# design 1

Figure 1. Supply network (design 1).
Pins as bars on the die edge.
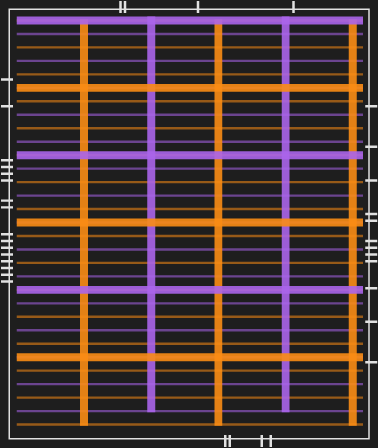

## config.mk

```make
export PLATFORM = sky130hd
export DESIGN_NAME = bcd_to_bin_flat
export DESIGN_NICKNAME = d
export VERILOG_FILES = /design/src/rtl/bcd_to_bin_if.sv /design/src/rtl/bcd_to_bin.sv /design/src/flat_wrapper.sv
export SDC_FILE = /design/constraint.sdc
export NUM_CORES = 1
export LEC_CHECK = 0
export CORE_ASPECT_RATIO = 1.2
export CORE_UTILIZATION = 45
export CTS_BUF_LIST = sky130_fd_sc_hd__clkbuf_8
export CTS_CLUSTER_DIAMETER = 150
export DETAILED_ROUTE_END_ITERATION = 8
export GPL_TIMING_DRIVEN = 0
export HOLD_SLACK_MARGIN = 0.08
export PLACE_DENSITY = 0.74
export SYNTH_ARGS = -nofsm -noshare
export SYNTH_HDL_FRONTEND = slang
export SYNTH_SLANG_ARGS = --single-unit
export TNS_END_PERCENT = 20
```

## constraint.sdc

```tcl
create_clock -name clk -period 2.05 [get_ports clk]
set_clock_uncertainty 0.2 [all_clocks]
set_input_delay 0.41 -clock clk [delete_from_list [all_inputs] [get_ports clk]]
set_output_delay 0.41 -clock clk [all_outputs]
set_load 0.02 [all_outputs]
```

## src/rtl/bcd_to_bin_if.sv

```systemverilog
// Handshake and data bundle between a BCD digit source and the bcd_to_bin converter.
interface bcd_to_bin_if #(
  parameter int BITS = 14
);
  logic            start;
  logic [3:0]      thousands;
  logic [3:0]      hundreds;
  logic [3:0]      tens;
  logic [3:0]      ones;
  logic [BITS-1:0] number;
  logic            busy;
  logic            done;
  logic            err;

  modport master (
    output start, thousands, hundreds, tens, ones,
    input  number, busy, done, err
  );

  modport slave (
    input  start, thousands, hundreds, tens, ones,
    output number, busy, done, err
  );
endinterface

```

## src/rtl/bcd_to_bin.sv

```systemverilog
// Sequential BCD-to-binary converter using reverse double-dabble, one shift per clock.
module bcd_to_bin #(
  parameter int DIGITS = 4,
  parameter int BITS   = 14
) (
  input  logic         clk,
  input  logic         rst_n,
  bcd_to_bin_if.slave  bus
);
  localparam int DW    = 4 * DIGITS;
  localparam int CNT_W = $clog2(BITS);

  typedef enum logic [1:0] {IDLE, SHIFT, FINISH} state_t;

  state_t            state_q, state_d;
  logic [DW-1:0]     d_q;
  logic [BITS-1:0]   b_q;
  logic [CNT_W-1:0]  cnt_q;
  logic [BITS-1:0]   number_q;
  logic              busy_q, done_q, err_q;

  logic [DW+BITS-1:0] sh;
  logic [DW-1:0]      d_nxt;
  logic [BITS-1:0]    b_nxt;
  logic               digits_ok;
  logic               last_iter;

  // Any digit that reached 8..15 after the shift gets 3 removed (inverse of add-3).
  function automatic logic [DW-1:0] dabble_fix(input logic [DW-1:0] d);
    logic [3:0] dig;
    dabble_fix = d;
    for (int i = 0; i < DIGITS; i++) begin
      dig = d[4*i +: 4];
      if (dig >= 4'd8) dabble_fix[4*i +: 4] = dig - 4'd3;
    end
  endfunction

  function automatic logic is_bcd(input logic [3:0] x);
    return x <= 4'd9;
  endfunction

  always_comb begin
    sh        = {d_q, b_q} >> 1;
    d_nxt     = dabble_fix(sh[DW+BITS-1:BITS]);
    b_nxt     = sh[BITS-1:0];
    digits_ok = is_bcd(bus.thousands) && is_bcd(bus.hundreds) &&
                is_bcd(bus.tens) && is_bcd(bus.ones);
    last_iter = (cnt_q == CNT_W'(BITS - 1));
  end

  always_ff @(posedge clk or negedge rst_n) begin
    if (!rst_n) state_q <= IDLE;
    else        state_q <= state_d;
  end

  always_comb begin
    state_d = state_q;
    case (state_q)
      IDLE:    if (bus.start && digits_ok) state_d = SHIFT;
      SHIFT:   if (last_iter) state_d = FINISH;
      FINISH:  state_d = IDLE;
      default: state_d = IDLE;
    endcase
  end

  always_ff @(posedge clk or negedge rst_n) begin
    if (!rst_n) begin
      d_q      <= '0;
      b_q      <= '0;
      cnt_q    <= '0;
      number_q <= '0;
      busy_q   <= 1'b0;
      done_q   <= 1'b0;
      err_q    <= 1'b0;
    end else begin
      done_q <= 1'b0;
      case (state_q)
        IDLE: begin
          if (bus.start) begin
            if (digits_ok) begin
              d_q    <= {bus.thousands, bus.hundreds, bus.tens, bus.ones};
              b_q    <= '0;
              cnt_q  <= '0;
              busy_q <= 1'b1;
              err_q  <= 1'b0;
            end else begin
              // Rejected request: report immediately, keep the previous result.
              done_q <= 1'b1;
              err_q  <= 1'b1;
            end
          end
        end
        SHIFT: begin
          d_q   <= d_nxt;
          b_q   <= b_nxt;
          cnt_q <= cnt_q + 1'b1;
        end
        FINISH: begin
          number_q <= b_q;
          done_q   <= 1'b1;
          busy_q   <= 1'b0;
        end
        default: ;
      endcase
    end
  end

  assign bus.number = number_q;
  assign bus.busy   = busy_q;
  assign bus.done   = done_q;
  assign bus.err    = err_q;
endmodule

```

## src/flat_wrapper.sv

```systemverilog
// flat-port wrapper written by rule: the top's interface ports become plain ports
module bcd_to_bin_flat 
#(
  parameter int DIGITS = 4,
  parameter int BITS   = 14
)
  (clk, rst_n, bus_start, bus_thousands, bus_hundreds, bus_tens, bus_ones, bus_number, bus_busy, bus_done, bus_err);
  bcd_to_bin_if #(.BITS(BITS)) bus_i ();
  input  logic clk;
  input  logic rst_n;
  input wire logic [$bits(bus_i.start)-1:0] bus_start;
  input wire logic [$bits(bus_i.thousands)-1:0] bus_thousands;
  input wire logic [$bits(bus_i.hundreds)-1:0] bus_hundreds;
  input wire logic [$bits(bus_i.tens)-1:0] bus_tens;
  input wire logic [$bits(bus_i.ones)-1:0] bus_ones;
  output wire logic [$bits(bus_i.number)-1:0] bus_number;
  output wire logic [$bits(bus_i.busy)-1:0] bus_busy;
  output wire logic [$bits(bus_i.done)-1:0] bus_done;
  output wire logic [$bits(bus_i.err)-1:0] bus_err;
  assign bus_i.start = bus_start;
  assign bus_i.thousands = bus_thousands;
  assign bus_i.hundreds = bus_hundreds;
  assign bus_i.tens = bus_tens;
  assign bus_i.ones = bus_ones;
  assign bus_number = bus_i.number;
  assign bus_busy = bus_i.busy;
  assign bus_done = bus_i.done;
  assign bus_err = bus_i.err;
  bcd_to_bin #(.DIGITS(DIGITS), .BITS(BITS)) u_core (.clk(clk), .rst_n(rst_n), .bus(bus_i));
endmodule
```

# design 2

===== config.mk =====
export PLATFORM = sky130hd
export DESIGN_NAME = alu_op_issue
export DESIGN_NICKNAME = d
export VERILOG_FILES = /design/src/rtl/mips_alu_pkg.sv /design/src/rtl/alu_op_decode.sv /design/src/rtl/alu_op_issue.sv
export SDC_FILE = /design/constraint.sdc
export NUM_CORES = 1
export LEC_CHECK = 0
export CORE_MARGIN = 3
export CORE_UTILIZATION = 50
export DETAILED_ROUTE_END_ITERATION = 8
export PLACE_DENSITY_LB_ADDON = 0.25
export SLEW_MARGIN = 20
export SYNTH_ARGS = -nofsm -noshare
export SYNTH_HDL_FRONTEND = slang
export SYNTH_SLANG_ARGS = --single-unit

===== constraint.sdc =====
create_clock -name clk -period 12.45 [get_ports clk]
set_input_delay 3.1125 -clock clk [delete_from_list [all_inputs] [get_ports clk]]
set_output_delay 3.1125 -clock clk [all_outputs]
set_load 0.01 [all_outputs]

===== src/rtl/mips_alu_pkg.sv =====
// Shared ALU op codes, MIPS opcode/funct constants and the issue-entry bundle
// used by the ID->EX issue stage (alu_op_decode, alu_op_issue).
package mips_alu_pkg;

    localparam int XLEN = 64;

    localparam logic [3:0] ALU_NOP  = 4'h0;
    localparam logic [3:0] ALU_OR   = 4'h3;
    localparam logic [3:0] ALU_ADD  = 4'h4;
    localparam logic [3:0] ALU_AND  = 4'h5;
    localparam logic [3:0] ALU_SUB  = 4'h7;
    localparam logic [3:0] ALU_SLL  = 4'h8;
    localparam logic [3:0] ALU_SRL  = 4'h9;
    localparam logic [3:0] ALU_LUI  = 4'hB;
    localparam logic [3:0] ALU_SLT  = 4'hC;
    localparam logic [3:0] ALU_SLTU = 4'hD;
    localparam logic [3:0] ALU_NOR  = 4'hE;
    localparam logic [3:0] ALU_PASS = 4'hF;

    localparam logic [5:0] OPC_RTYPE = 6'h00;
    localparam logic [5:0] OPC_BEQ   = 6'h04;
    localparam logic [5:0] OPC_BNE   = 6'h05;
    localparam logic [5:0] OPC_ADDI  = 6'h08;
    localparam logic [5:0] OPC_ADDIU = 6'h09;
    localparam logic [5:0] OPC_SLTI  = 6'h0A;
    localparam logic [5:0] OPC_SLTIU = 6'h0B;
    localparam logic [5:0] OPC_ANDI  = 6'h0C;
    localparam logic [5:0] OPC_ORI   = 6'h0D;
    localparam logic [5:0] OPC_LUI   = 6'h0F;
    localparam logic [5:0] OPC_LW    = 6'h23;
    localparam logic [5:0] OPC_SW    = 6'h2B;

    localparam logic [5:0] FN_SLL  = 6'h00;
    localparam logic [5:0] FN_SRL  = 6'h02;
    localparam logic [5:0] FN_JR   = 6'h08;
    localparam logic [5:0] FN_ADD  = 6'h20;
    localparam logic [5:0] FN_ADDU = 6'h21;
    localparam logic [5:0] FN_SUB  = 6'h22;
    localparam logic [5:0] FN_SUBU = 6'h23;
    localparam logic [5:0] FN_AND  = 6'h24;
    localparam logic [5:0] FN_OR   = 6'h25;
    localparam logic [5:0] FN_NOR  = 6'h27;
    localparam logic [5:0] FN_SLT  = 6'h2A;
    localparam logic [5:0] FN_SLTU = 6'h2B;

    typedef struct packed {
        logic [3:0]      operation;
        logic [XLEN-1:0] op1;
        logic [XLEN-1:0] op2;
        logic [4:0]      shamt;
        logic            illegal;
    } issue_entry_t;

    function automatic logic [XLEN-1:0] sext16(input logic [15:0] imm);
        return {{(XLEN-16){imm[15]}}, imm};
    endfunction

    function automatic logic [XLEN-1:0] zext16(input logic [15:0] imm);
        return {{(XLEN-16){1'b0}}, imm};
    endfunction

endpackage


===== src/rtl/alu_op_decode.sv =====
// Combinational MIPS instruction + operand decode into one ALU issue entry.
// Unknown opcode/funct yields a zeroed no-op entry flagged illegal.
module alu_op_decode
    import mips_alu_pkg::*;
(
    input  logic [31:0]     instr,
    input  logic [XLEN-1:0] rs_data,
    input  logic [XLEN-1:0] rt_data,
    output issue_entry_t    entry
);

    logic [5:0]  w_opc;
    logic [5:0]  w_fn;
    logic [15:0] w_imm;

    assign w_opc = instr[31:26];
    assign w_fn  = instr[5:0];
    assign w_imm = instr[15:0];

    always_comb begin
        entry = '0;
        case (w_opc)
            OPC_RTYPE: begin
                entry.op1 = rs_data;
                entry.op2 = rt_data;
                case (w_fn)
                    FN_ADD, FN_ADDU: entry.operation = ALU_ADD;
                    FN_SUB, FN_SUBU: begin
                        // ALU computes op2 - op1, so operands swap
                        entry.operation = ALU_SUB;
                        entry.op1       = rt_data;
                        entry.op2       = rs_data;
                    end
                    FN_AND:  entry.operation = ALU_AND;
                    FN_OR:   entry.operation = ALU_OR;
                    FN_NOR:  entry.operation = ALU_NOR;
                    FN_SLT:  entry.operation = ALU_SLT;
                    FN_SLTU: entry.operation = ALU_SLTU;
                    FN_SLL: begin
                        entry.operation = ALU_SLL;
                        entry.shamt     = instr[10:6];
                    end
                    FN_SRL: begin
                        entry.operation = ALU_SRL;
                        entry.shamt     = instr[10:6];
                    end
                    FN_JR: begin
                        entry.operation = ALU_PASS;
                        entry.op2       = rs_data;
                    end
                    default: begin
                        entry         = '0;
                        entry.illegal = 1'b1;
                    end
                endcase
            end
            OPC_ADDI, OPC_ADDIU, OPC_LW, OPC_SW: begin
                entry.operation = ALU_ADD;
                entry.op1       = rs_data;
                entry.op2       = sext16(w_imm);
            end
            OPC_SLTI: begin
                entry.operation = ALU_SLT;
                entry.op1       = rs_data;
                entry.op2       = sext16(w_imm);
            end
            OPC_SLTIU: begin
                entry.operation = ALU_SLTU;
                entry.op1       = rs_data;
                entry.op2       = sext16(w_imm);
            end
            OPC_ANDI: begin
                entry.operation = ALU_AND;
                entry.op1       = rs_data;
                entry.op2       = zext16(w_imm);
            end
            OPC_ORI: begin
                entry.operation = ALU_OR;
                entry.op1       = rs_data;
                entry.op2       = zext16(w_imm);
            end
            OPC_LUI: begin
                entry.operation = ALU_LUI;
                entry.op1       = rs_data;
                entry.op2       = zext16(w_imm);
            end
            OPC_BEQ, OPC_BNE: begin
                entry.operation = ALU_SUB;
                entry.op1       = rt_data;
                entry.op2       = rs_data;
            end
            default: entry.illegal = 1'b1;
        endcase
    end

endmodule


===== src/rtl/alu_op_issue.sv =====
// ID->EX issue stage: decode, 2-entry skid buffer, valid/ready handshakes.
// Optional `ILLEGAL_TRAP_EN: retiring an illegal entry stalls input until flush.
module alu_op_issue
    import mips_alu_pkg::*;
#(
    parameter int DATA_W = XLEN,
    parameter int DEPTH  = 2
) (
    input  logic              clk,
    input  logic              rst_n,
    input  logic              in_valid,
    output logic              in_ready,
    input  logic [31:0]       instr,
    input  logic [DATA_W-1:0] rs_data,
    input  logic [DATA_W-1:0] rt_data,
    input  logic              flush,
    output logic              out_valid,
    input  logic              out_ready,
    output logic [3:0]        operation,
    output logic [DATA_W-1:0] op1,
    output logic [DATA_W-1:0] op2,
    output logic [4:0]        shamt,
    output logic              illegal
);

    localparam logic [1:0] FULL = 2'(DEPTH);

    issue_entry_t r_buf [2];
    logic         r_wptr;
    logic         r_rptr;
    logic [1:0]   r_count;

    issue_entry_t w_dec;
    issue_entry_t w_head;
    logic         w_push;
    logic         w_pop;
    logic         w_room;

    alu_op_decode u_dec (
        .instr   (instr),
        .rs_data (rs_data),
        .rt_data (rt_data),
        .entry   (w_dec)
    );

    assign w_room    = (r_count < FULL);
    assign out_valid = (r_count != 2'd0);
    assign w_push    = in_valid & in_ready;
    assign w_pop     = out_valid & out_ready;
    assign w_head    = out_valid ? r_buf[r_rptr] : '0;

    assign operation = w_head.operation;
    assign op1       = w_head.op1;
    assign op2       = w_head.op2;
    assign shamt     = w_head.shamt;
    assign illegal   = w_head.illegal;

`ifdef ILLEGAL_TRAP_EN
    logic r_trap;

    always_ff @(posedge clk) begin
        if (!rst_n || flush)
            r_trap <= 1'b0;
        else if (w_pop && w_head.illegal)
            r_trap <= 1'b1;
    end

    assign in_ready = w_room & ~r_trap;
`else
    assign in_ready = w_room;
`endif

    // Flush shares the reset path so a same-cycle accept is dropped
    always_ff @(posedge clk) begin
        if (!rst_n || flush) begin
            r_wptr  <= 1'b0;
            r_rptr  <= 1'b0;
            r_count <= 2'd0;
        end else begin
            if (w_push)
                r_wptr <= ~r_wptr;
            if (w_pop)
                r_rptr <= ~r_rptr;
            case ({w_push, w_pop})
                2'b10:   r_count <= r_count + 2'd1;
                2'b01:   r_count <= r_count - 2'd1;
                default: r_count <= r_count;
            endcase
        end
    end

    always_ff @(posedge clk) begin
        if (!rst_n) begin
            for (int i = 0; i < 2; i++)
                r_buf[i] <= '0;
        end else if (w_push && !flush) begin
            r_buf[r_wptr] <= w_dec;
        end
    end

endmodule


# design 3

<file path="src/rtl/maquina_pkg.sv">
// Shared definitions for the coffee machine: price/coin codes, payment states and colones decoding.
// Also consumed by the coffee FSM.
package maquina_pkg;

  localparam int W_COL = 12;

  localparam logic [3:0] PRECIO_500  = 4'b0001;
  localparam logic [3:0] PRECIO_1000 = 4'b0010;
  localparam logic [3:0] PRECIO_1500 = 4'b0011;
  localparam logic [3:0] PRECIO_750  = 4'b0100;
  localparam logic [3:0] PRECIO_1250 = 4'b0101;
  localparam logic [3:0] PRECIO_1750 = 4'b0110;
  localparam logic [3:0] PRECIO_2000 = 4'b0111;
  localparam logic [3:0] PRECIO_2250 = 4'b1000;

  localparam logic [1:0] MONEDA_100  = 2'b00;
  localparam logic [1:0] MONEDA_250  = 2'b01;
  localparam logic [1:0] MONEDA_500  = 2'b10;
  localparam logic [1:0] MONEDA_1000 = 2'b11;

  localparam logic [1:0] ESPERA      = 2'd0;
  localparam logic [1:0] ACUMULANDO  = 2'd1;
  localparam logic [1:0] COBRADO     = 2'd2;
  localparam logic [1:0] DEVOLVIENDO = 2'd3;

  // Unknown codes map to 0 colones; callers use precio_valido to tell them apart.
  function automatic logic [W_COL-1:0] precio_a_colones(input logic [3:0] code);
    logic [W_COL-1:0] res;
    case (code)
      PRECIO_500:  res = 12'd500;
      PRECIO_1000: res = 12'd1000;
      PRECIO_1500: res = 12'd1500;
      PRECIO_750:  res = 12'd750;
      PRECIO_1250: res = 12'd1250;
      PRECIO_1750: res = 12'd1750;
      PRECIO_2000: res = 12'd2000;
      PRECIO_2250: res = 12'd2250;
      default:     res = 12'd0;
    endcase
    return res;
  endfunction

  function automatic logic precio_valido(input logic [3:0] code);
    return (code >= PRECIO_500) && (code <= PRECIO_2250);
  endfunction

  function automatic logic [W_COL-1:0] moneda_a_colones(input logic [1:0] code);
    logic [W_COL-1:0] res;
    case (code)
      MONEDA_100:  res = 12'd100;
      MONEDA_250:  res = 12'd250;
      MONEDA_500:  res = 12'd500;
      MONEDA_1000: res = 12'd1000;
      default:     res = 12'd0;
    endcase
    return res;
  endfunction

endpackage

</file>
<file path="src/rtl/decodificador_precio.sv">
// Combinational price decoder: 4-bit price code -> colones plus validity flag.
module decodificador_precio
  import maquina_pkg::*;
#(
  parameter int W_CRED = 12
) (
  input  logic [3:0]        precio,
  output logic [W_CRED-1:0] colones,
  output logic              valido
);

  assign colones = W_CRED'(precio_a_colones(precio));
  assign valido  = precio_valido(precio);

endmodule

</file>
<file path="src/rtl/modulo_pago.sv">
// Coin acceptor / payment stage ahead of the coffee FSM: accumulates credit, pays, refunds.
// Optional build macro PAGO_EXACTO_EN: reject any coin that would overpay the latched price.
module modulo_pago
  import maquina_pkg::*;
#(
  parameter int TIMEOUT = 8,
  parameter int W_CRED  = 12
) (
  input  logic              clk,
  input  logic              reset,
  input  logic [3:0]        precio,
  input  logic              moneda_valida,
  input  logic [1:0]        moneda,
  input  logic              cancelar,
  output logic              acepta_moneda,
  output logic [W_CRED-1:0] credito,
  output logic              PAGO_RECIBIDO,
  output logic [W_CRED-1:0] vuelto,
  output logic              vuelto_valido,
  output logic              devolucion,
  output logic              moneda_rechazada
);

  localparam int TW = (TIMEOUT > 1) ? $clog2(TIMEOUT) : 1;

  logic [1:0]        est_r, est_n;
  logic [W_CRED-1:0] credito_r, cred_n, precio_lat_r, lat_n, vuelto_r, vuelto_n;
  logic [TW-1:0]     timer_r, tim_n;
  logic              acepta_r, pago_r, pago_n, vv_r, vv_n, dev_r, dev_n, rech_r, rech_n;

  logic [W_CRED-1:0] dec_colones_s, precio_s, cred_mas_s;
  logic              dec_valido_s, coin_s, exceso_s;

  decodificador_precio #(.W_CRED(W_CRED)) u_dec (
    .precio  (precio),
    .colones (dec_colones_s),
    .valido  (dec_valido_s)
  );

  // The live price only matters in ESPERA; afterwards the latched copy is authoritative.
  assign precio_s   = (est_r == ESPERA) ? dec_colones_s : precio_lat_r;
  assign coin_s     = moneda_valida & acepta_r;
  assign cred_mas_s = credito_r + W_CRED'(moneda_a_colones(moneda));
`ifdef PAGO_EXACTO_EN
  assign exceso_s   = (cred_mas_s > precio_s);
`else
  assign exceso_s   = 1'b0;
`endif

  // Next-state and next-output computation.
  always_comb begin
    est_n    = est_r;
    cred_n   = credito_r;
    lat_n    = precio_lat_r;
    tim_n    = timer_r;
    pago_n   = 1'b0;
    vv_n     = 1'b0;
    dev_n    = 1'b0;
    rech_n   = 1'b0;
    vuelto_n = {W_CRED{1'b0}};
    case (est_r)
      ESPERA: begin
        if (coin_s) begin
          if (!dec_valido_s || exceso_s) begin
            rech_n = 1'b1;
          end else begin
            lat_n  = dec_colones_s;
            cred_n = cred_mas_s;
            tim_n  = {TW{1'b0}};
            if (cred_mas_s >= dec_colones_s) begin
              est_n    = COBRADO;
              pago_n   = 1'b1;
              vv_n     = 1'b1;
              vuelto_n = cred_mas_s - dec_colones_s;
            end else begin
              est_n = ACUMULANDO;
            end
          end
        end else begin
          est_n = ESPERA;
        end
      end
      ACUMULANDO: begin
        if (coin_s) begin
          tim_n = {TW{1'b0}};
          if (exceso_s) begin
            rech_n = 1'b1;
          end else begin
            cred_n = cred_mas_s;
          end
        end else begin
          tim_n = timer_r + TW'(1);
        end
        // Cancel outranks a completing coin; that coin is still refunded.
        if (cancelar) begin
          est_n    = DEVOLVIENDO;
          dev_n    = 1'b1;
          vv_n     = 1'b1;
          vuelto_n = cred_n;
        end else if (coin_s && !exceso_s && (cred_mas_s >= precio_lat_r)) begin
          est_n    = COBRADO;
          pago_n   = 1'b1;
          vv_n     = 1'b1;
          vuelto_n = cred_mas_s - precio_lat_r;
        end else if (!coin_s && (timer_r == TW'(TIMEOUT - 1))) begin
          est_n    = DEVOLVIENDO;
          dev_n    = 1'b1;
          vv_n     = 1'b1;
          vuelto_n = credito_r;
        end else begin
          est_n = ACUMULANDO;
        end
      end
      COBRADO, DEVOLVIENDO: begin
        est_n  = ESPERA;
        cred_n = {W_CRED{1'b0}};
        lat_n  = {W_CRED{1'b0}};
        tim_n  = {TW{1'b0}};
      end
      default: begin
        est_n  = ESPERA;
        cred_n = {W_CRED{1'b0}};
        lat_n  = {W_CRED{1'b0}};
        tim_n  = {TW{1'b0}};
      end
    endcase
  end

  // State and registered outputs.
  always_ff @(posedge clk) begin
    if (reset) begin
      est_r        <= ESPERA;
      credito_r    <= {W_CRED{1'b0}};
      precio_lat_r <= {W_CRED{1'b0}};
      timer_r      <= {TW{1'b0}};
      vuelto_r     <= {W_CRED{1'b0}};
      acepta_r     <= 1'b1;
      pago_r       <= 1'b0;
      vv_r         <= 1'b0;
      dev_r        <= 1'b0;
      rech_r       <= 1'b0;
    end else begin
      est_r        <= est_n;
      credito_r    <= cred_n;
      precio_lat_r <= lat_n;
      timer_r      <= tim_n;
      vuelto_r     <= vuelto_n;
      acepta_r     <= (est_n == ESPERA) || (est_n == ACUMULANDO);
      pago_r       <= pago_n;
      vv_r         <= vv_n;
      dev_r        <= dev_n;
      rech_r       <= rech_n;
    end
  end

  assign acepta_moneda    = acepta_r;
  assign credito          = credito_r;
  assign PAGO_RECIBIDO    = pago_r;
  assign vuelto           = vuelto_r;
  assign vuelto_valido    = vv_r;
  assign devolucion       = dev_r;
  assign moneda_rechazada = rech_r;

endmodule

</file>
<file path="config.mk">
export PLATFORM = sky130hd
export DESIGN_NAME = modulo_pago
export DESIGN_NICKNAME = d
export VERILOG_FILES = /design/src/rtl/maquina_pkg.sv /design/src/rtl/decodificador_precio.sv /design/src/rtl/modulo_pago.sv
export SDC_FILE = /design/constraint.sdc
export NUM_CORES = 1
export LEC_CHECK = 0
export CAP_MARGIN = 20
export CORE_MARGIN = 2
export CORE_UTILIZATION = 50
export DETAILED_ROUTE_END_ITERATION = 10
export PLACE_DENSITY = 0.72
export SLEW_MARGIN = 15
export SYNTH_ARGS = -nofsm -noshare
export SYNTH_HDL_FRONTEND = slang
export SYNTH_SLANG_ARGS = --single-unit
</file>
<file path="constraint.sdc">
create_clock -name clk -period 9 [get_ports clk]
set_clock_uncertainty 0.1 [all_clocks]
set_input_delay 0.9 -clock clk [delete_from_list [all_inputs] [get_ports clk]]
set_output_delay 0.9 -clock clk [all_outputs]
set_load 0.02 [all_outputs]
</file>
# design 4

===== src/rtl/sd_pkg.sv =====
// Shared definitions for the SD command path: frame geometry, CRC7 tap
// constant, framer state encoding and the serial CRC7 update step.
package sd_pkg;

  localparam int SD_CMD_FRAME_BITS = 48;
  localparam int SD_CMD_HDR_BITS   = 40;
  localparam int SD_CRC7_BITS      = 7;
  localparam int SD_NCC_BITS       = 8;

  // x^7 + x^3 + 1 with the x^7 term implied by the feedback
  localparam logic [6:0] SD_CRC7_TAP = 7'h09;

  typedef enum logic [2:0] {
    ST_IDLE,
    ST_HDR,
    ST_CRC,
    ST_END,
    ST_GAP
  } sd_cmd_state_e;

  function automatic logic [6:0] crc7_step(input logic [6:0] c, input logic d);
    crc7_step = {c[5:0], 1'b0} ^ ((d ^ c[6]) ? SD_CRC7_TAP : 7'h00);
  endfunction

endpackage


===== src/rtl/sd_crc7_ser.sv =====
// Serial CRC7 engine: synchronous clear, one-bit absorb per enable, and a
// shift-out mode that moves the remainder towards bit 6 with zero fill.
module sd_crc7_ser
  import sd_pkg::*;
(
  input  logic       clk,
  input  logic       rst,
  input  logic       clr,
  input  logic       en,
  input  logic       shift,
  input  logic       d,
  output logic [6:0] crc
);

  logic [6:0] crc_nxt;

  always_comb begin
    crc_nxt = crc;
    if (clr) begin
      crc_nxt = '0;
    end else if (en) begin
      crc_nxt = crc7_step(crc, d);
    end else if (shift) begin
      crc_nxt = {crc[5:0], 1'b0};
    end
  end

  always_ff @(posedge clk or posedge rst) begin
    if (rst) begin
      crc <= '0;
    end else begin
      crc <= crc_nxt;
    end
  end

endmodule


===== src/rtl/sd_cmd_tx.sv =====
// SD CMD-line framer: serialises start/tx/index/arg/CRC7/end MSB first, one
// bit per sd_tick. Define SD_CMD_NCC_EN to append the 8-bit Ncc high gap.
module sd_cmd_tx
  import sd_pkg::*;
(
  input  logic        clk,
  input  logic        rst,
  input  logic        sd_tick,
  input  logic        start,
  input  logic [5:0]  cmd_index,
  input  logic [31:0] cmd_arg,
  output logic        ready,
  output logic        busy,
  output logic        done,
  output logic        cmd_out,
  output logic        cmd_oe
);

  localparam logic [5:0] HDR_LAST = 6'(SD_CMD_HDR_BITS - 1);
  localparam logic [5:0] CRC_LAST = 6'(SD_CMD_HDR_BITS + SD_CRC7_BITS - 1);
`ifdef SD_CMD_NCC_EN
  localparam logic [5:0] GAP_LAST = 6'(SD_CMD_FRAME_BITS + SD_NCC_BITS - 1);
`endif

  sd_cmd_state_e               state, state_nxt;
  logic [SD_CMD_HDR_BITS-1:0]  shift_reg, shift_nxt;
  logic [5:0]                  bit_cnt, cnt_nxt;
  logic                        cmd_out_nxt, cmd_oe_nxt, done_nxt;
  logic                        crc_clr, crc_en, crc_shift;
  logic [6:0]                  crc;
  logic                        crc_unused;

  sd_crc7_ser u_crc (
    .clk   (clk),
    .rst   (rst),
    .clr   (crc_clr),
    .en    (crc_en),
    .shift (crc_shift),
    .d     (shift_reg[SD_CMD_HDR_BITS-1]),
    .crc   (crc)
  );

  // Bit 6 never receives feedback, so after either an absorb or a shift the
  // new msb is the old bit 5; that is the only CRC bit the line needs.
  assign crc_unused = ^{crc[6], crc[4:0]};

  assign ready = (state == ST_IDLE);
  assign busy  = ~ready;

  // NOTE: every signal driven here gets a default first so no path infers a latch.
  always_comb begin
    state_nxt   = state;
    shift_nxt   = shift_reg;
    cnt_nxt     = bit_cnt;
    cmd_out_nxt = cmd_out;
    cmd_oe_nxt  = cmd_oe;
    done_nxt    = 1'b0;
    crc_clr     = 1'b0;
    crc_en      = 1'b0;
    crc_shift   = 1'b0;

    case (state)
      ST_IDLE: begin
        cmd_out_nxt = 1'b1;
        cmd_oe_nxt  = 1'b0;
        if (start) begin
          state_nxt   = ST_HDR;
          shift_nxt   = {1'b0, 1'b1, cmd_index, cmd_arg};
          cnt_nxt     = '0;
          crc_clr     = 1'b1;
          cmd_out_nxt = 1'b0;
          cmd_oe_nxt  = 1'b1;
        end
      end

      ST_HDR: begin
        if (sd_tick) begin
          crc_en    = 1'b1;
          shift_nxt = {shift_reg[SD_CMD_HDR_BITS-2:0], 1'b0};
          cnt_nxt   = bit_cnt + 6'd1;
          if (bit_cnt == HDR_LAST) begin
            state_nxt   = ST_CRC;
            cmd_out_nxt = crc[5];
          end else begin
            cmd_out_nxt = shift_reg[SD_CMD_HDR_BITS-2];
          end
        end
      end

      ST_CRC: begin
        if (sd_tick) begin
          crc_shift = 1'b1;
          cnt_nxt   = bit_cnt + 6'd1;
          if (bit_cnt == CRC_LAST) begin
            state_nxt   = ST_END;
            cmd_out_nxt = 1'b1;
          end else begin
            cmd_out_nxt = crc[5];
          end
        end
      end

      ST_END: begin
        if (sd_tick) begin
          cnt_nxt     = bit_cnt + 6'd1;
          cmd_out_nxt = 1'b1;
`ifdef SD_CMD_NCC_EN
          state_nxt   = ST_GAP;
`else
          state_nxt   = ST_IDLE;
          cmd_oe_nxt  = 1'b0;
          done_nxt    = 1'b1;
`endif
        end
      end

`ifdef SD_CMD_NCC_EN
      ST_GAP: begin
        if (sd_tick) begin
          cnt_nxt     = bit_cnt + 6'd1;
          cmd_out_nxt = 1'b1;
          if (bit_cnt == GAP_LAST) begin
            state_nxt  = ST_IDLE;
            cmd_oe_nxt = 1'b0;
            done_nxt   = 1'b1;
          end
        end
      end
`endif

      default: begin
        state_nxt   = ST_IDLE;
        cmd_out_nxt = 1'b1;
        cmd_oe_nxt  = 1'b0;
      end
    endcase
  end

  // NOTE: state registers use non-blocking assignment so all flops see pre-edge values.
  always_ff @(posedge clk or posedge rst) begin
    if (rst) begin
      state     <= ST_IDLE;
      shift_reg <= '0;
      bit_cnt   <= '0;
      cmd_out   <= 1'b1;
      cmd_oe    <= 1'b0;
      done      <= 1'b0;
    end else begin
      state     <= state_nxt;
      shift_reg <= shift_nxt;
      bit_cnt   <= cnt_nxt;
      cmd_out   <= cmd_out_nxt;
      cmd_oe    <= cmd_oe_nxt;
      done      <= done_nxt;
    end
  end

endmodule


===== config.mk =====
export PLATFORM = sky130hd
export DESIGN_NAME = sd_cmd_tx
export DESIGN_NICKNAME = d
export VERILOG_FILES = /design/src/rtl/sd_pkg.sv /design/src/rtl/sd_crc7_ser.sv /design/src/rtl/sd_cmd_tx.sv
export SDC_FILE = /design/constraint.sdc
export NUM_CORES = 1
export LEC_CHECK = 0
export CORE_ASPECT_RATIO = 0.9
export CORE_MARGIN = 5
export CORE_UTILIZATION = 53
export DETAILED_ROUTE_END_ITERATION = 12
export PLACE_DENSITY_LB_ADDON = 0.05
export SYNTH_ARGS = -nofsm -noshare
export SYNTH_HDL_FRONTEND = slang
export SYNTH_HIERARCHICAL = 1
export SYNTH_SLANG_ARGS = --single-unit

===== constraint.sdc =====
create_clock -name clk -period 2.2 [get_ports clk]
set_input_delay 0.44 -clock clk [delete_from_list [all_inputs] [get_ports clk]]
set_output_delay 0.44 -clock clk [all_outputs]
set_load 0.05 [all_outputs]

Figure 2. Gate families picked out (design 2).
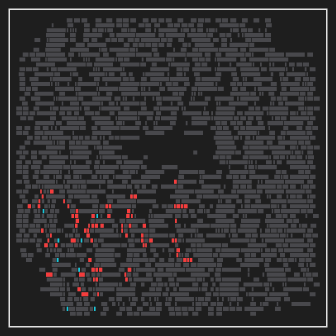
red -> nand cells  # cells 73
cyan -> inv cells  # cells 8, where lower left
fin cells: 1,807
combinational share of cell area: 29.5%

==> reports/writeup.txt, design 2 <==
The area share of the leading cell type in the synthesized netlist was 57.5%. With the total placed instance area at 0.0174 sq mm, the count of max-cap constraint violations is 0. The run finished with clean final reports. The final timing report derives a shortest allowable period of 6.56 ns. Among the stages of the critical path, the cell type that occurs most often is buf_4. The run gives 16.8% for the share of final layout cell area taken by non-clock buffers. The count of nets left with antenna violations once routing finished came out at 0. The switching share of total power works out to 23.4%.

Overall routing resource usage recorded by global route was 26.7%. The area of the synthesized netlist per yosys stat was 0.0144 sq mm. In the layout the commonest cells are 294 x clkdlybuf4s50_1, 276 x edfxtp_1, 256 x nor2_1, 138 x mux2i_1, 76 x a32o_1. Cells fill 65.4% of the core in the end.

Per the detail_route log, the uppermost layer with routed signals is met5. The run gives 1 for the number of H-tree branching levels. For the total setup buffers inserted after CTS, the log shows 0. Detailed placement ended at an HPWL of 25,000 um. Entering global routing, the biggest net connects 80 pins. Layer with the highest usage: met2.

Most common cell in the netlist: edfxtp_1. The number of tap instances came out at 378. Counting distinct cell types in the post-synthesis netlist gives 62. TritonCTS built the clock tree.

Leaving out the clock tree, the finished layout contains a buffer count of 313.
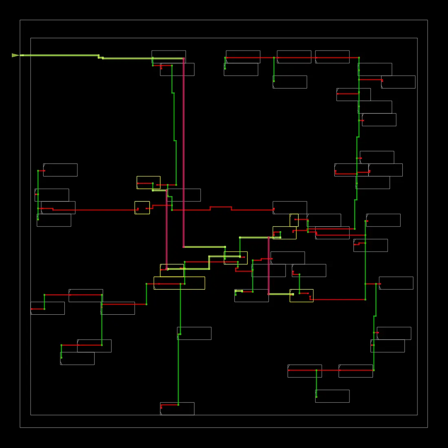
Figure 3: design 3, clock nets.
# clk buffers: 5
number of CTS-inserted buffers: 5

==> reports/writeup.txt, design 3 <==
The flow ran to the end, and the final reports show no timing, DRC or antenna violations. The run gives 355 as the number of logic gates. The worst setup path is captured at a flip-flop. Flop and latch count out of synthesis: 43. Proportion of cell area occupied by registers: 21.1%. The detailed router used layers up to and including met4.

Setup slack on the worst reg-to-reg path comes out at 4.51 ns. Number of OpenROAD warnings: 34. The number of cells on the worst hold path was 2.

Of the total standard cell area in the layout, the multi-input combinational portion is 61.2%. The logs give 0 for the initial antenna violation count and 4 for the number of iterations in the first detailed-routing pass. The critical path crosses 17 cells after its start point. The relative area change from synthesis to final layout came out at 14.9%. Summing the areas of all compound-gate instances in the mapped netlist gives 26.6% of the synthesized area.

The post-synthesis adder-cell area fraction is 15.4%. The horizontal die dimension reported for this design is 88.2 um. Logic depth along the worst register-to-register path is recorded as 14. The largest non-sequential cell family by area is AND-OR/OR-AND gates. The worst setup path is of the primary input to flip-flop kind. The internal power of the cells totals 885 uW. The tools report the share of the yosys chip area belonging to registers as 24.3%. The most used logic cell in the final layout is dfxtp_1.
Figure 4. Gate families picked out (design 4).
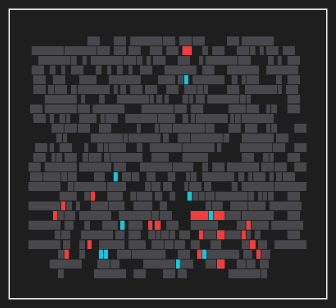
red -> nand cells  # cells 18
cyan -> inv cells  # cells 9
fin cells: 409
combinational share of cell area: 37.4%
dominant logic cell type in the layout: dfrtp_1

==> reports/writeup.txt, design 4 <==
The run finished with clean final reports. The area taken by multi-input combinational cells is reported as 0.00138 sq mm. The net switching power in the latest report is 2160 uW. Post-CTS repair ended up resizing 0 cells. Per the GRT congestion report, total overflow comes to 0.

The tools report the first-pass GRT wire length as 9980 um. The share of final layout cell area taken by non-clock buffers is 14.5%, and the area share of xor/xnor cells in the synthesized design is 0.594%. Combinational power for this build is 2550 uW. The flop-to-flop setup slack came out at 0.19 ns. The total number of cells along the worst setup path is 1, and the share of synthesized cell area in and, or, nand and nor gates is 12.7%.

Summing internal, switching and leakage power gives 5400 uW. The worst reg-to-reg path cell count works out to 5. The tools report the clock root buffer master as clkbuf_8.

The number of logic gates is 206, and the slew of the pin with the lowest slew margin is 0.494 ns. The leakage power total was 0.00153 uW. The tools report the number of distinct library cells after synthesis as 48. The max-slew violation total from the final report was 0; the share of async-settable or async-resettable flops after synthesis was 100%.

The final-layout fill cell count was 441; the post-detailed-route DRC marker count was 0. The overall routing resource usage is 18.1%, and the area share of the leading cell type in the synthesized netlist is 48.4%. The most common cell in the netlist was dfrtp_1. Sequential cells were found to cover 49.3% of the synthesized design area.

The required time of the worst setup path was 1.76 ns; the area enclosed by the die boundary was 0.00716 sq mm. Type of the setup path with the least slack: flip-flop to primary output.
Figure 5. M1 wires (design 1).
Supply wires on this layer in gray.
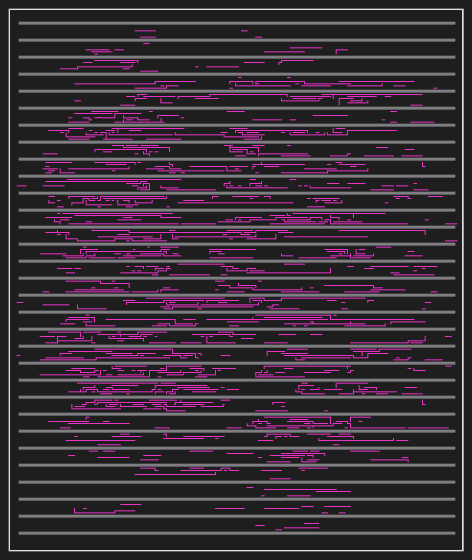
main direction = horizontal
share of all routed wire = 46%
longest straight run = 19.3 um
wire length on this layer = 2,510 um
met1 GRT Util: 24.4%
routed wire length: 5480 um
vias after detailed routing: 2,044

Notes on Figure 1 above:
orange -> VSS
purple -> VDD
rows = 30
met5 straps = 6
core region area: 0.00571 sq mm
die extent in x: 72.4 um

==> reports/writeup.txt, design 1 <==
After detailed routing, the number of remaining DRC violations is 0. For this run, the share of the core covered by cells in the final layout is 57.4%. The most common cell in the netlist was dfrtp_1. For this run, the number of Yosys warnings is 0.

The logs give 142 for the violation count after the first detailed-routing iteration and 3.14% for the met3 usage. With the initial cell density of the core at 46.9%, the clock slew at the register clock pins of the worst setup and hold paths is 0.09 ns. Global routing consumed, on the met2 layer, 32.0% of the routing resources.

More flip-flops sit in one register than any other, and that register is u_core.d_q. Counting along the longest clock path gives a buffer depth of 2. The run gives 49.6% for the area share of the leading cell type in the synthesized netlist. Combinational logic power: 1860 uW.

The endpoint with the worst hold slack was u_core.bus.number[6]$_DFFE_PN0N_. The flow ran to the end, and the final reports show no timing, DRC or antenna violations. The total placed instance area was 0.00314 sq mm; the total number of cells along the worst setup path was 1. Entering global routing, the biggest net connects 28 pins. Ranking logic cells in the layout by count gives the top entries 53 x dfrtp_1, 36 x nand3_1, 34 x clkdlybuf4s50_1, 20 x a21o_1, 17 x a22o_1.

The CTS report gives the tree buffer count as 5. For the leakage power total, the log shows 0.00160 uW. For the post-synthesis cell count from yosys, the log shows 243.

During placement, the flow inserted port buffers numbering 35. The run gives 1.91 ns for the final period demand of the worst path. The tree is rooted in a clkbuf_8. In this run, distinct cell masters in the synthesized netlist total 34.

STA classifies the critical path startpoint as a flip-flop.

==> screenshots <==
Supply network.
Pins as bars on the die edge.
image #1
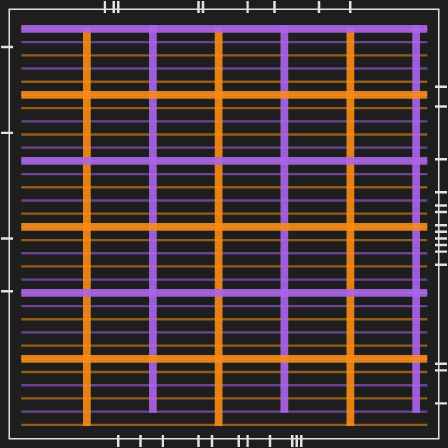
image #2
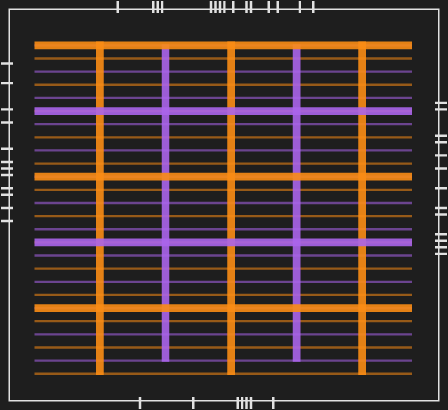
image #3
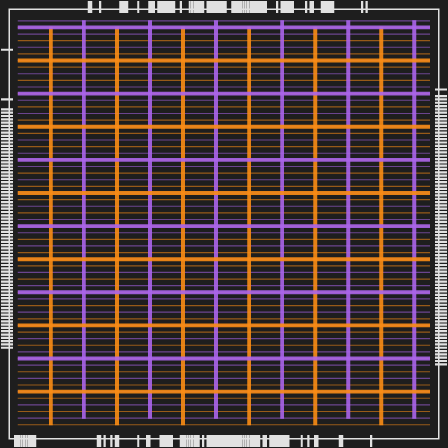
The one with the fewest pins is image #1.
| from | picture |
|---|---|
| design 4 | image #2 |
| design 3 | image #1 |
| design 2 | image #3 |



==> gallery <==
Clock nets.
Plate I
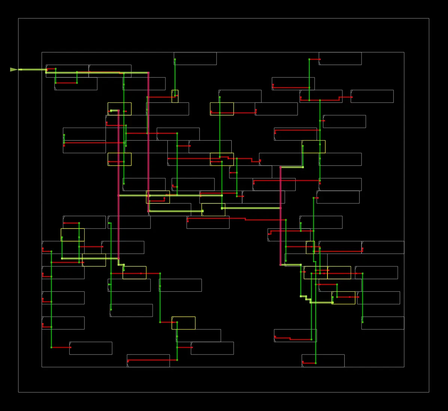
Plate II
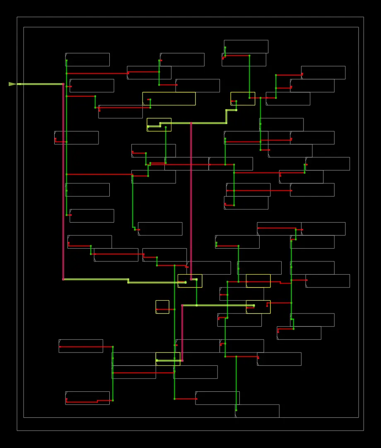
Plate III
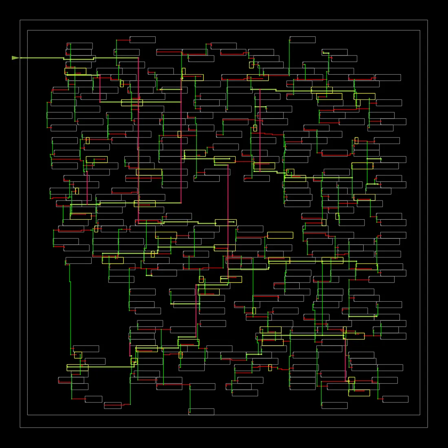
The one with the most sequential cells is Plate III.
The one with the most clock buffers is Plate III.
Plate II is design 1.
Plate I is design 4.
Plate III is design 2.


## Gallery

Sequential cells colored by netlist name.
Other sequential cells in the stronger gray, the rest of the logic in the fainter gray.
shot_01.png
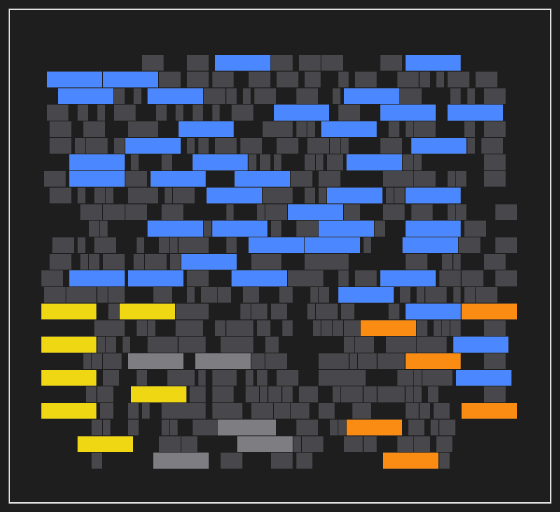
shot_02.png
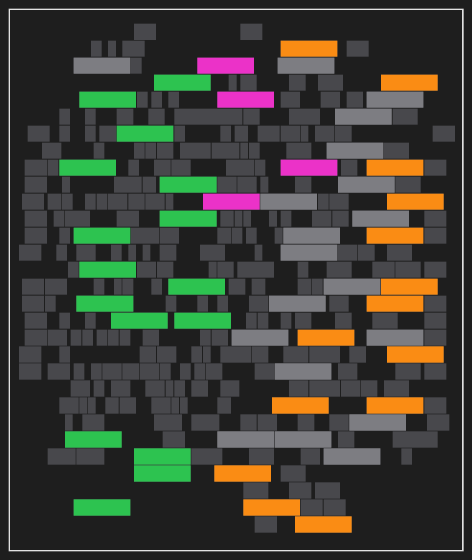
shot_03.png
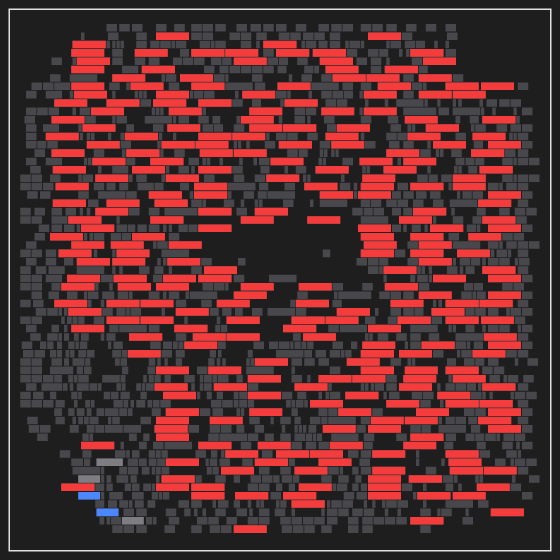
shot_04.png
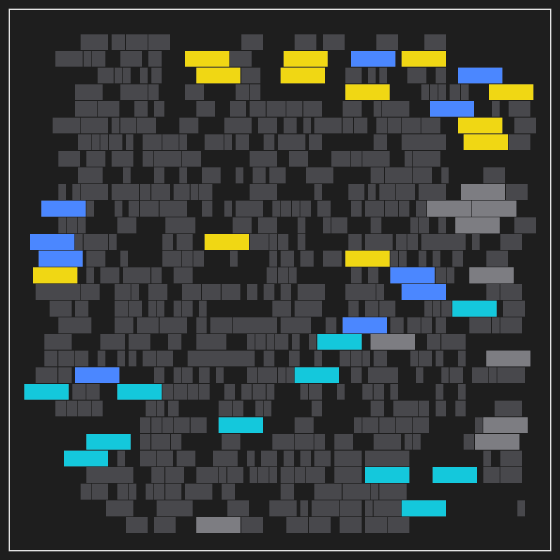
- most cells: shot_03.png
For design 1, see shot_02.png.
For design 4, see shot_01.png.
For design 2, see shot_03.png.
For design 3, see shot_04.png.

Key to shot_03.png:
blue -> r_count  # placed flops 2
red -> r_buf  # placed flops 276, where spread over the die
not colored = 3

Power is estimated from default activity; no workload was simulated.
